=== alu_issue_unit_flat ===
Figure 1. The clock network (alu_issue_unit_flat).
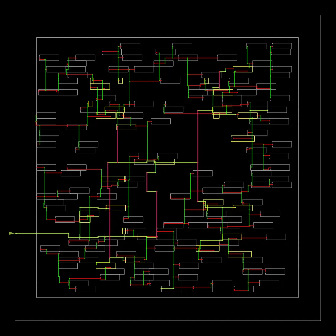

## src/rtl/alu_pkg.sv

```systemverilog
// Shared definitions for the ALU issue unit: ALU control encodings,
// MIPS opcode/funct constants, FSM state encoding and operand-select enums.
// Optional feature macro: ALU_ISSUE_MUL_EN (enables the mul decode).
package alu_pkg;

   typedef enum logic [3:0] {
      ALU_ADD = 4'b0000,
      ALU_SUB = 4'b0001,
      ALU_SLT = 4'b0010,
      ALU_AND = 4'b0011,
      ALU_OR  = 4'b0100,
      ALU_NOR = 4'b0101,
      ALU_XOR = 4'b0110,
      ALU_SLL = 4'b0111,
      ALU_SRL = 4'b1000,
      ALU_MUL = 4'b1001
   } aluCtrl_e;

   localparam logic [5:0] OP_RTYPE    = 6'h00;
   localparam logic [5:0] OP_ADDI     = 6'h08;
   localparam logic [5:0] OP_SLTI     = 6'h0A;
   localparam logic [5:0] OP_ANDI     = 6'h0C;
   localparam logic [5:0] OP_ORI      = 6'h0D;
   localparam logic [5:0] OP_XORI     = 6'h0E;
   localparam logic [5:0] OP_SPECIAL2 = 6'h1C;

   localparam logic [5:0] FN_SLL = 6'h00;
   localparam logic [5:0] FN_SRL = 6'h02;
   localparam logic [5:0] FN_ADD = 6'h20;
   localparam logic [5:0] FN_SUB = 6'h22;
   localparam logic [5:0] FN_AND = 6'h24;
   localparam logic [5:0] FN_OR  = 6'h25;
   localparam logic [5:0] FN_XOR = 6'h26;
   localparam logic [5:0] FN_NOR = 6'h27;
   localparam logic [5:0] FN_SLT = 6'h2A;
   localparam logic [5:0] FN_MUL = 6'h02;

   typedef enum logic [1:0] {
      ST_IDLE = 2'd0,
      ST_EXEC = 2'd1,
      ST_HOLD = 2'd2
   } state_e;

   typedef enum logic [1:0] {
      A_ZERO  = 2'd0,
      A_RS    = 2'd1,
      A_SHAMT = 2'd2
   } aSel_e;

   typedef enum logic [1:0] {
      B_ZERO = 2'd0,
      B_RT   = 2'd1,
      B_IMM  = 2'd2
   } bSel_e;

   typedef enum logic {
      EXT_ZERO = 1'b0,
      EXT_SIGN = 1'b1
   } extMode_e;

   // Widen a 16-bit immediate according to the decoded extension mode
   function automatic logic [31:0] extendImm(input logic [15:0] imm, input extMode_e mode);
      if (mode == EXT_SIGN) begin
         return {{16{imm[15]}}, imm};
      end
      return {16'h0000, imm};
   endfunction

endpackage

```

## src/rtl/alu_issue_unit_if.sv

```systemverilog
// Bundle of the issue-unit handshake, operand, ALU and result signals.
// The slave modport is the issue unit's view; master is the environment's.
interface alu_issue_unit_if;

   logic        InValid;
   logic        InReady;
   logic [31:0] Instr;
   logic [31:0] RsData;
   logic [31:0] RtData;
   logic [3:0]  AluCtrl;
   logic [31:0] AluA;
   logic [31:0] AluB;
   logic [31:0] AluResult;
   logic        AluZero;
   logic        OutValid;
   logic        OutReady;
   logic [31:0] Result;
   logic        ZeroFlag;
   logic [4:0]  DestReg;
   logic        Illegal;

   modport slave (
      input  InValid, Instr, RsData, RtData, AluResult, AluZero, OutReady,
      output InReady, AluCtrl, AluA, AluB, OutValid, Result, ZeroFlag, DestReg, Illegal
   );

   modport master (
      output InValid, Instr, RsData, RtData, AluResult, AluZero, OutReady,
      input  InReady, AluCtrl, AluA, AluB, OutValid, Result, ZeroFlag, DestReg, Illegal
   );

endinterface

```

## src/rtl/alu_ctrl_decode.sv

```systemverilog
// Purely combinational MIPS decode: instruction word to ALU control,
// operand selects, immediate extension mode, destination and illegal flag.
// Optional feature macro: ALU_ISSUE_MUL_EN (opcode 0x1C funct 0x02 -> mul).
module alu_ctrl_decode
   import alu_pkg::*;
(
   input  logic [31:0] instr,
   output aluCtrl_e    aluCtrl,
   output aSel_e       aSel,
   output bSel_e       bSel,
   output extMode_e    extMode,
   output logic [4:0]  destReg,
   output logic        illegal
);

   logic [5:0] opcode;
   logic [5:0] funct;
   logic [4:0] rtField;
   logic [4:0] rdField;
   logic       rType;
   logic       iType;
   logic       shiftOp;
   logic       unusedFields;

   assign opcode  = instr[31:26];
   assign funct   = instr[5:0];
   assign rtField = instr[20:16];
   assign rdField = instr[15:11];

   // rs and shamt are consumed as data by the issue unit, not by decode
   assign unusedFields = ^{instr[25:21], instr[10:6]};

   // Classify the encoding and pick the ALU operation; anything unmatched stays illegal
   always_comb begin
      aluCtrl = ALU_ADD;
      extMode = EXT_ZERO;
      rType   = 1'b0;
      iType   = 1'b0;
      shiftOp = 1'b0;
      case (opcode)
         OP_RTYPE: begin
            case (funct)
               FN_ADD: begin aluCtrl = ALU_ADD; rType = 1'b1; end
               FN_SUB: begin aluCtrl = ALU_SUB; rType = 1'b1; end
               FN_SLT: begin aluCtrl = ALU_SLT; rType = 1'b1; end
               FN_AND: begin aluCtrl = ALU_AND; rType = 1'b1; end
               FN_OR:  begin aluCtrl = ALU_OR;  rType = 1'b1; end
               FN_NOR: begin aluCtrl = ALU_NOR; rType = 1'b1; end
               FN_XOR: begin aluCtrl = ALU_XOR; rType = 1'b1; end
               FN_SLL: begin aluCtrl = ALU_SLL; rType = 1'b1; shiftOp = 1'b1; end
               FN_SRL: begin aluCtrl = ALU_SRL; rType = 1'b1; shiftOp = 1'b1; end
               default: begin end
            endcase
         end
         OP_ADDI: begin aluCtrl = ALU_ADD; iType = 1'b1; extMode = EXT_SIGN; end
         OP_SLTI: begin aluCtrl = ALU_SLT; iType = 1'b1; extMode = EXT_SIGN; end
         OP_ANDI: begin aluCtrl = ALU_AND; iType = 1'b1; end
         OP_ORI:  begin aluCtrl = ALU_OR;  iType = 1'b1; end
         OP_XORI: begin aluCtrl = ALU_XOR; iType = 1'b1; end
`ifdef ALU_ISSUE_MUL_EN
         OP_SPECIAL2: begin
            if (funct == FN_MUL) begin
               aluCtrl = ALU_MUL;
               rType   = 1'b1;
            end
         end
`else
         OP_SPECIAL2: begin end
`endif
         default: begin end
      endcase
   end

   // Route operands and destination from the instruction class; illegal zeroes everything
   always_comb begin
      illegal = ~(rType | iType);
      aSel    = A_ZERO;
      bSel    = B_ZERO;
      destReg = 5'd0;
      if (rType) begin
         aSel    = shiftOp ? A_SHAMT : A_RS;
         bSel    = B_RT;
         destReg = rdField;
      end else if (iType) begin
         aSel    = A_RS;
         bSel    = B_IMM;
         destReg = rtField;
      end
   end

endmodule

```

## src/rtl/alu_issue_unit.sv

```systemverilog
// Issue unit: accepts one instruction plus operands, presents it to an
// external ALU for exactly one cycle, then holds the captured result until
// the consumer takes it. IDLE -> EXEC -> HOLD -> IDLE.
// Optional feature macro: ALU_ISSUE_MUL_EN (enables the mul decode).
module alu_issue_unit
   import alu_pkg::*;
(
   input logic             Clk,
   input logic             Reset,
   alu_issue_unit_if.slave bus
);

   state_e      state;
   logic [31:0] instrReg;
   logic [31:0] rsReg;
   logic [31:0] rtReg;
   logic        inReadyReg;
   logic        outValidReg;
   logic [31:0] resultReg;
   logic        zeroReg;
   logic [4:0]  destRegQ;
   logic        illegalReg;

   aluCtrl_e    decCtrl;
   aSel_e       decASel;
   bSel_e       decBSel;
   extMode_e    decExt;
   logic [4:0]  decDest;
   logic        decIllegal;

   logic [31:0] opA;
   logic [31:0] opB;

   alu_ctrl_decode uDecode (
      .instr   (instrReg),
      .aluCtrl (decCtrl),
      .aSel    (decASel),
      .bSel    (decBSel),
      .extMode (decExt),
      .destReg (decDest),
      .illegal (decIllegal)
   );

   // Build ALU operands from the held instruction and operands only
   always_comb begin
      opA = 32'd0;
      opB = 32'd0;
      case (decASel)
         A_RS:    opA = rsReg;
         A_SHAMT: opA = {27'd0, instrReg[10:6]};
         default: opA = 32'd0;
      endcase
      case (decBSel)
         B_RT:    opB = rtReg;
         B_IMM:   opB = extendImm(instrReg[15:0], decExt);
         default: opB = 32'd0;
      endcase
   end

   assign bus.AluCtrl  = (state == ST_EXEC) ? decCtrl : ALU_ADD;
   assign bus.AluA     = (state == ST_EXEC) ? opA : 32'd0;
   assign bus.AluB     = (state == ST_EXEC) ? opB : 32'd0;
   assign bus.InReady  = inReadyReg;
   assign bus.OutValid = outValidReg;
   assign bus.Result   = resultReg;
   assign bus.ZeroFlag = zeroReg;
   assign bus.DestReg  = destRegQ;
   assign bus.Illegal  = illegalReg;

   // Sequencer: accept in IDLE, capture the ALU response in EXEC, hold until consumed
   always_ff @(posedge Clk or posedge Reset) begin
      if (Reset) begin
         state       <= ST_IDLE;
         instrReg    <= 32'd0;
         rsReg       <= 32'd0;
         rtReg       <= 32'd0;
         inReadyReg  <= 1'b1;
         outValidReg <= 1'b0;
         resultReg   <= 32'd0;
         zeroReg     <= 1'b0;
         destRegQ    <= 5'd0;
         illegalReg  <= 1'b0;
      end else begin
         case (state)
            ST_IDLE: begin
               if (bus.InValid) begin
                  instrReg   <= bus.Instr;
                  rsReg      <= bus.RsData;
                  rtReg      <= bus.RtData;
                  inReadyReg <= 1'b0;
                  state      <= ST_EXEC;
               end
            end
            ST_EXEC: begin
               resultReg   <= decIllegal ? 32'd0 : bus.AluResult;
               zeroReg     <= decIllegal ? 1'b1 : bus.AluZero;
               destRegQ    <= decDest;
               illegalReg  <= decIllegal;
               outValidReg <= 1'b1;
               state       <= ST_HOLD;
            end
            ST_HOLD: begin
               if (bus.OutReady) begin
                  outValidReg <= 1'b0;
                  inReadyReg  <= 1'b1;
                  state       <= ST_IDLE;
               end
            end
            default: begin
               outValidReg <= 1'b0;
               inReadyReg  <= 1'b1;
               state       <= ST_IDLE;
            end
         endcase
      end
   end

endmodule

```

## src/flat_wrapper.sv

```systemverilog
// flat-port wrapper written by rule: the top's interface ports become plain ports
module alu_issue_unit_flat import alu_pkg::*;
  (Clk, Reset, bus_InValid, bus_Instr, bus_RsData, bus_RtData, bus_AluResult, bus_AluZero, bus_OutReady, bus_InReady, bus_AluCtrl, bus_AluA, bus_AluB, bus_OutValid, bus_Result, bus_ZeroFlag, bus_DestReg, bus_Illegal);
  alu_issue_unit_if bus_i ();
  input logic Clk;
  input logic Reset;
  input wire logic [$bits(bus_i.InValid)-1:0] bus_InValid;
  input wire logic [$bits(bus_i.Instr)-1:0] bus_Instr;
  input wire logic [$bits(bus_i.RsData)-1:0] bus_RsData;
  input wire logic [$bits(bus_i.RtData)-1:0] bus_RtData;
  input wire logic [$bits(bus_i.AluResult)-1:0] bus_AluResult;
  input wire logic [$bits(bus_i.AluZero)-1:0] bus_AluZero;
  input wire logic [$bits(bus_i.OutReady)-1:0] bus_OutReady;
  output wire logic [$bits(bus_i.InReady)-1:0] bus_InReady;
  output wire logic [$bits(bus_i.AluCtrl)-1:0] bus_AluCtrl;
  output wire logic [$bits(bus_i.AluA)-1:0] bus_AluA;
  output wire logic [$bits(bus_i.AluB)-1:0] bus_AluB;
  output wire logic [$bits(bus_i.OutValid)-1:0] bus_OutValid;
  output wire logic [$bits(bus_i.Result)-1:0] bus_Result;
  output wire logic [$bits(bus_i.ZeroFlag)-1:0] bus_ZeroFlag;
  output wire logic [$bits(bus_i.DestReg)-1:0] bus_DestReg;
  output wire logic [$bits(bus_i.Illegal)-1:0] bus_Illegal;
  assign bus_i.InValid = bus_InValid;
  assign bus_i.Instr = bus_Instr;
  assign bus_i.RsData = bus_RsData;
  assign bus_i.RtData = bus_RtData;
  assign bus_i.AluResult = bus_AluResult;
  assign bus_i.AluZero = bus_AluZero;
  assign bus_i.OutReady = bus_OutReady;
  assign bus_InReady = bus_i.InReady;
  assign bus_AluCtrl = bus_i.AluCtrl;
  assign bus_AluA = bus_i.AluA;
  assign bus_AluB = bus_i.AluB;
  assign bus_OutValid = bus_i.OutValid;
  assign bus_Result = bus_i.Result;
  assign bus_ZeroFlag = bus_i.ZeroFlag;
  assign bus_DestReg = bus_i.DestReg;
  assign bus_Illegal = bus_i.Illegal;
  alu_issue_unit u_core (.Clk(Clk), .Reset(Reset), .bus(bus_i));
endmodule
```

## config.mk

```make
export PLATFORM = sky130hd
export DESIGN_NAME = alu_issue_unit_flat
export DESIGN_NICKNAME = d
export VERILOG_FILES = /design/src/rtl/alu_pkg.sv /design/src/rtl/alu_issue_unit_if.sv /design/src/rtl/alu_ctrl_decode.sv /design/src/rtl/alu_issue_unit.sv /design/src/flat_wrapper.sv
export SDC_FILE = /design/constraint.sdc
export NUM_CORES = 1
export LEC_CHECK = 0
export ABC_AREA = 0
export CORE_MARGIN = 10
export CORE_UTILIZATION = 40
export DETAILED_ROUTE_END_ITERATION = 8
export PLACE_DENSITY = 0.86
export SLEW_MARGIN = 20
export SYNTH_ARGS = -nofsm -noshare
export SYNTH_HDL_FRONTEND = slang
export SYNTH_SLANG_ARGS = --single-unit
```

## constraint.sdc

```tcl
create_clock -name Clk -period 4.4 [get_ports Clk]
set_clock_uncertainty 0.1 [all_clocks]
set_input_delay 0.88 -clock Clk [delete_from_list [all_inputs] [get_ports Clk]]
set_output_delay 0.88 -clock Clk [all_outputs]
set_load 0.1 [all_outputs]
```

=== sd_join_sync ===
## src/rtl/sd_join_pkg.sv

```systemverilog
// Shared helpers for the synchronising join: saturating increment for the skew counters.
package sd_join_pkg;

  localparam int SKEW_W_DEF = 8;
  localparam logic [31:0] SKEW_SAT = 32'hFFFF_FFFF;

  // Increment that sticks at the all-ones value of a width-bit counter (width 1..32).
  function automatic logic [31:0] sat_inc(input logic [31:0] value, input int width);
    logic [31:0] max_v;
    max_v = SKEW_SAT >> (32 - width);
    return (value >= max_v) ? max_v : value + 32'd1;
  endfunction

endpackage

```

## src/rtl/sd_join_slot.sv

```systemverilog
// One-entry holding slot for a join branch; accepts a new item in the same cycle the slot drains.
// Latency: 1 cycle in to slot; backpressure: c_drdy low while full and not draining.
module sd_join_slot
  import sd_join_pkg::*;
#(
  parameter int width = 32
) (
  input  logic             clk,
  input  logic             rst,
  input  logic             c_srdy,
  input  logic [width-1:0] c_data,
  input  logic             fire,
  output logic             c_drdy,
  output logic             slot_vld,
  output logic [width-1:0] slot_data
);

  logic ld;

  assign c_drdy = ~slot_vld | fire;
  assign ld     = c_srdy & c_drdy;

  always_ff @(posedge clk or negedge rst) begin
    if (!rst) begin
      slot_vld  <= 1'b0;
      slot_data <= '0;
    end else if (ld) begin
      slot_vld  <= 1'b1;
      slot_data <= c_data;
    end else if (fire) begin
      slot_vld  <= 1'b0;
    end
  end

`ifndef SYNTHESIS
  a_no_overwrite: assert property (@(posedge clk) disable iff (!rst)
    !(ld && slot_vld && !fire));
`endif

endmodule

```

## src/rtl/sd_join.sv

```systemverilog
// Synchronising join: concatenates one item from every branch into a registered output word.
// Latency 2 cycles from last branch presented; c_drdy follows p_drdy combinationally when slots are full.
module sd_join_sync
  import sd_join_pkg::*;
#(
  parameter int join_cnt = 2,
  parameter int width    = 32,
  parameter int skew_w   = SKEW_W_DEF
) (
  input  logic                      clk,
  input  logic                      rst,
  input  logic [join_cnt-1:0]       c_srdy,
  output logic [join_cnt-1:0]       c_drdy,
  input  logic [join_cnt*width-1:0] c_data,
  output logic                      p_srdy,
  input  logic                      p_drdy,
  output logic [join_cnt*width-1:0] p_data,
  input  logic                      skew_clr,
  output logic [skew_w-1:0]         skew_max
);

  logic [join_cnt-1:0]       slot_vld;
  logic [join_cnt*width-1:0] slot_cat;
  logic                      all_vld;
  logic                      out_free;
  logic                      fire;
  logic                      partial;
  logic [skew_w-1:0]         skew_cnt;

  assign all_vld  = &slot_vld;
  assign out_free = ~p_srdy | p_drdy;
  assign fire     = all_vld & out_free;
  assign partial  = (|slot_vld) & ~all_vld;

  for (genvar i = 0; i < join_cnt; i++) begin : g_slot
    sd_join_slot #(.width(width)) u_slot (
      .clk      (clk),
      .rst      (rst),
      .c_srdy   (c_srdy[i]),
      .c_data   (c_data[i*width +: width]),
      .fire     (fire),
      .c_drdy   (c_drdy[i]),
      .slot_vld (slot_vld[i]),
      .slot_data(slot_cat[i*width +: width])
    );
  end

  always_ff @(posedge clk or negedge rst) begin
    if (!rst) begin
      p_srdy <= 1'b0;
      p_data <= '0;
    end else if (fire) begin
      p_srdy <= 1'b1;
      p_data <= slot_cat;
    end else if (p_drdy) begin
      p_srdy <= 1'b0;
    end
  end

  // skew_cnt is nonzero only right after a partial run, so folding it in whenever
  // partial is low captures the run length on the falling cycle.
  always_ff @(posedge clk or negedge rst) begin
    if (!rst) begin
      skew_cnt <= '0;
      skew_max <= '0;
    end else begin
      if (partial)
        skew_cnt <= skew_w'(sat_inc(32'(skew_cnt), skew_w));
      else
        skew_cnt <= '0;

      if (skew_clr)
        skew_max <= '0;
      else if (!partial && (skew_cnt > skew_max))
        skew_max <= skew_cnt;
    end
  end

`ifndef SYNTHESIS
  a_out_stable: assert property (@(posedge clk) disable iff (!rst)
    (p_srdy && !p_drdy) |=> (p_srdy && $stable(p_data)));
`endif

endmodule

```

## config.mk

```make
export PLATFORM = sky130hd
export DESIGN_NAME = sd_join_sync
export DESIGN_NICKNAME = d
export VERILOG_FILES = /design/src/rtl/sd_join_pkg.sv /design/src/rtl/sd_join_slot.sv /design/src/rtl/sd_join.sv
export SDC_FILE = /design/constraint.sdc
export NUM_CORES = 1
export LEC_CHECK = 0
export CORE_MARGIN = 4
export CORE_UTILIZATION = 45
export CTS_BUF_LIST = sky130_fd_sc_hd__clkbuf_8
export DETAILED_ROUTE_END_ITERATION = 8
export GPL_ROUTABILITY_DRIVEN = 0
export GPL_TIMING_DRIVEN = 0
export PLACE_DENSITY = 0.77
export SLEW_MARGIN = 20
export SYNTH_ARGS = -nofsm -noshare
export SYNTH_HDL_FRONTEND = slang
export SYNTH_SLANG_ARGS = --single-unit
```

## constraint.sdc

```tcl
create_clock -name clk -period 1.6 [get_ports clk]
set_input_delay 0.4 -clock clk [delete_from_list [all_inputs] [get_ports clk]]
set_output_delay 0.4 -clock clk [all_outputs]
set_load 0.01 [all_outputs]
```


==> notes/layouts.md <==
Pictures saved along the way, in no particular order.

Signal wires on met3.
picture 1
Drawn at 4 px/µm. Cells faint in the background.
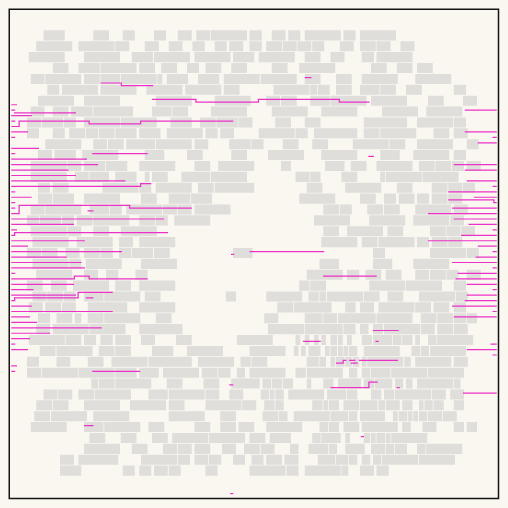
picture 2
Drawn at 3 px/µm. Cells faint in the background.
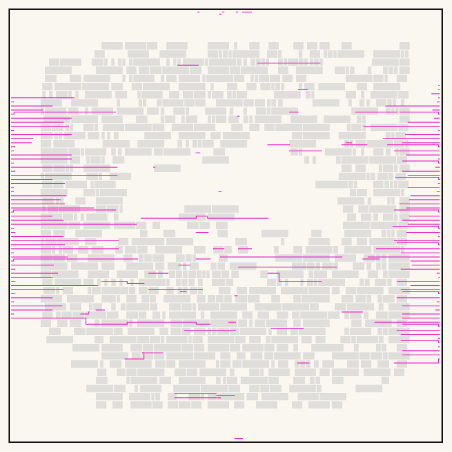
- picture 2 = alu_issue_unit_flat
- picture 1 = sd_join_sync
- largest die: picture 2

Figure 2. Clock network drawn from the DEF (alu_issue_unit_flat).
Drawn at 2 px/µm.
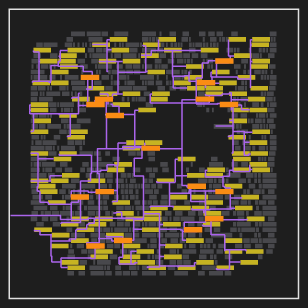
- clock wires: purple (length 1820 µm)
- flip-flops: yellow (count 134)
- clock-net drivers: orange (count 17)
- routed clock nets: 18

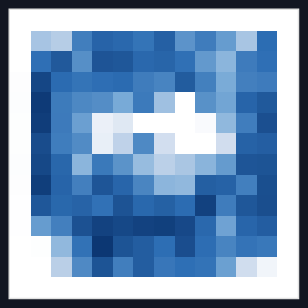
Figure 3: alu_issue_unit_flat, placement density heat map.
Drawn at 2 px/µm. 14 x 14 tiles, from white (low) to dark blue (high), 0 to 100% covered.
- nearly empty tiles: 31%
- tiles over 75% full: 30%
- fullest tile: 97%
- mean over tiles: 47%
- densest ninth of the die: south

About Figure 1:
TritonCTS buffer count: 17
clk latency of the worst-skew pair: 0.41 ns
Sink Count: 134

==> flow_summary.rst, alu_issue_unit_flat <==
Synthesis and place-and-route
=============================

.. list-table::
   :header-rows: 1

   * - Metric
     - Value
   * - Synth Area in XOR/XNOR
     - 0.00285
   * - Cell internal pwr
     - 3.74 mW
   * - Tot Pwr
     - 6.61 mW
   * - Endpoint arrival time on the critical path
     - 2.86 ns
   * - Share of the final layout cell area in sequential cells
     - 0.339
   * - Maximum fanout count along the critical path
     - 25
   * - Relative contribution of the clock network to total power
     - 0.214
   * - Total number of vias
     - 5256
   * - Final net count
     - 934
   * - Number of nets still failing antenna checks after routing
     - 0
   * - Register clock-pin slew on the reported worst setup and hold paths
     - 0.06 ns
   * - Placer's final routability congestion estimate
     - 0.794
   * - Run status
     - finished clean
   * - Total I/O pin count
     - 242
   * - Top post-synthesis cells by count
     - dfrtp_1 (133), nand2_1 (102), mux2_2 (91), nor2_1 (52), a21oi_1 (33)
   * - Final Hold Slack
     - 0.381 ns
   * - DR vias/cell
     - 5.24
   * - Number of buffers other than clock buffers in the final layout
     - 251
   * - Syn Area/Cell
     - 10.6 µm²
   * - Multi-input gate share of total cell area
     - 0.260
   * - Synth Flop Type
     - dfrtp_1
   * - Max-slew headroom at the worst pin
     - 0.314
   * - Syn-to-layout area delta
     - 61.4%
   * - Worst Max-Slew Pin Slew
     - 1.03 ns
   * - Final max-slew violation count
     - 0
-- alu_issue_unit_flat: registers in the layout (all words and copies together), names as in the netlist --
register and count:
u_core.rsReg 32, u_core.bus.ZeroFlag 1, u_core.instrReg 27, u_core.bus.InReady 1
u_core.bus.OutValid 1, u_core.rtReg 32, u_core.bus.Illegal 1, u_core.bus.DestReg 5
u_core.bus.Result 32, u_core.state 2
-- alu_issue_unit_flat: critical path, cell delays in order, from the launching register on --
cell and delay, ns:
dfrtp_1 0.55, a21boi_1 0.16, o31ai_4 0.64, buf_4 0.42, nand3_1 0.11, a21oi_1 0.31, buf_12 0.22
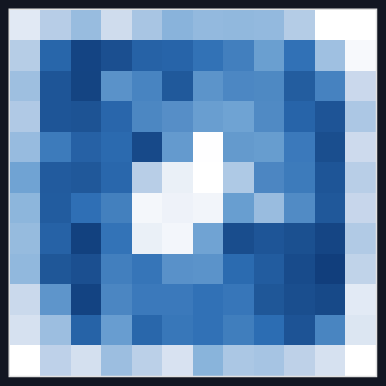
Figure 4: sd_join_sync, placement density heat map.
Drawn at 3 px/µm. 12 x 12 tiles, from white (low) to dark blue (high), 0 to 100% covered.
- fullest tile: 94%
- mean over tiles: 55%
- tiles over 75% full: 31%

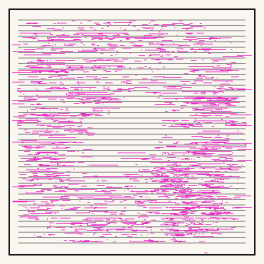
Figure 5: sd_join_sync, signal wires on met1.
Drawn at 2 px/µm. Supply wires on this layer in grey.
- main direction: horizontal
- wire length on this layer: 5130 µm
- nets with wire on the layer: 585
- share of all routed wire: 41%
- longest straight run: 32.7 µm

==> flow_summary.rst, sd_join_sync <==
Synthesis and place-and-route
=============================

.. list-table::
   :header-rows: 1

   * - Metric
     - Value
   * - Setup-violating endpoint count in the final report
     - 60
   * - Run status
     - finished with violations
   * - Post-synth EDFFs
     - 0
   * - Setup WS post-layout
     - -0.208 ns
   * - TritonCTS buffer count
     - 17
   * - Non-filler cells in the finished layout
     - 760
   * - Max stage delay cell, worst path
     - dfrtp_1
   * - Min cycle time layout
     - 1.81 ns
   * - Violations in the final reports
     - setup timing
   * - Endpoint arrival time on the critical path
     - 1.41 ns
   * - Clock network area share
     - 0.0508
   * - Total number of vias
     - 3757
   * - Achievable Freq
     - 0.553 GHz
   * - PwrDens
     - 1680 nW/µm²
   * - Max layer used
     - met4
   * - Main logic family after synthesis
     - multiplexers
   * - Minimum setup slack among reg-to-reg paths
     - -0.19 ns
   * - Number of well taps
     - 172
   * - Finished Core Util
     - 0.665
==> sd_join_sync: power groups by stage <==
stage	Clock [mW]	Sequential, mW	Combinational (mW)
after detailed placement	0	6.02	5.10
final	3.06	5.91	5.15
after CTS	3.15	5.91	5.13
after global placement	0	5.93	4.98
after global routing	3.30	6.12	5.57
after floorplan	0	6.28	2.20
==> sd_join_sync: stage by stage <==
stage | hold WS, ns | power [mW]
final | 0.492 | 14.1
after global routing | 0.513 | 15.0
after CTS | 0.499 | 14.2
after detailed placement | 0.393 | 11.1
after global placement | 0.470 | 10.9
after floorplan | 0.104 | 8.48

Power figures rest on the tool's default switching activity, not on a simulated workload.
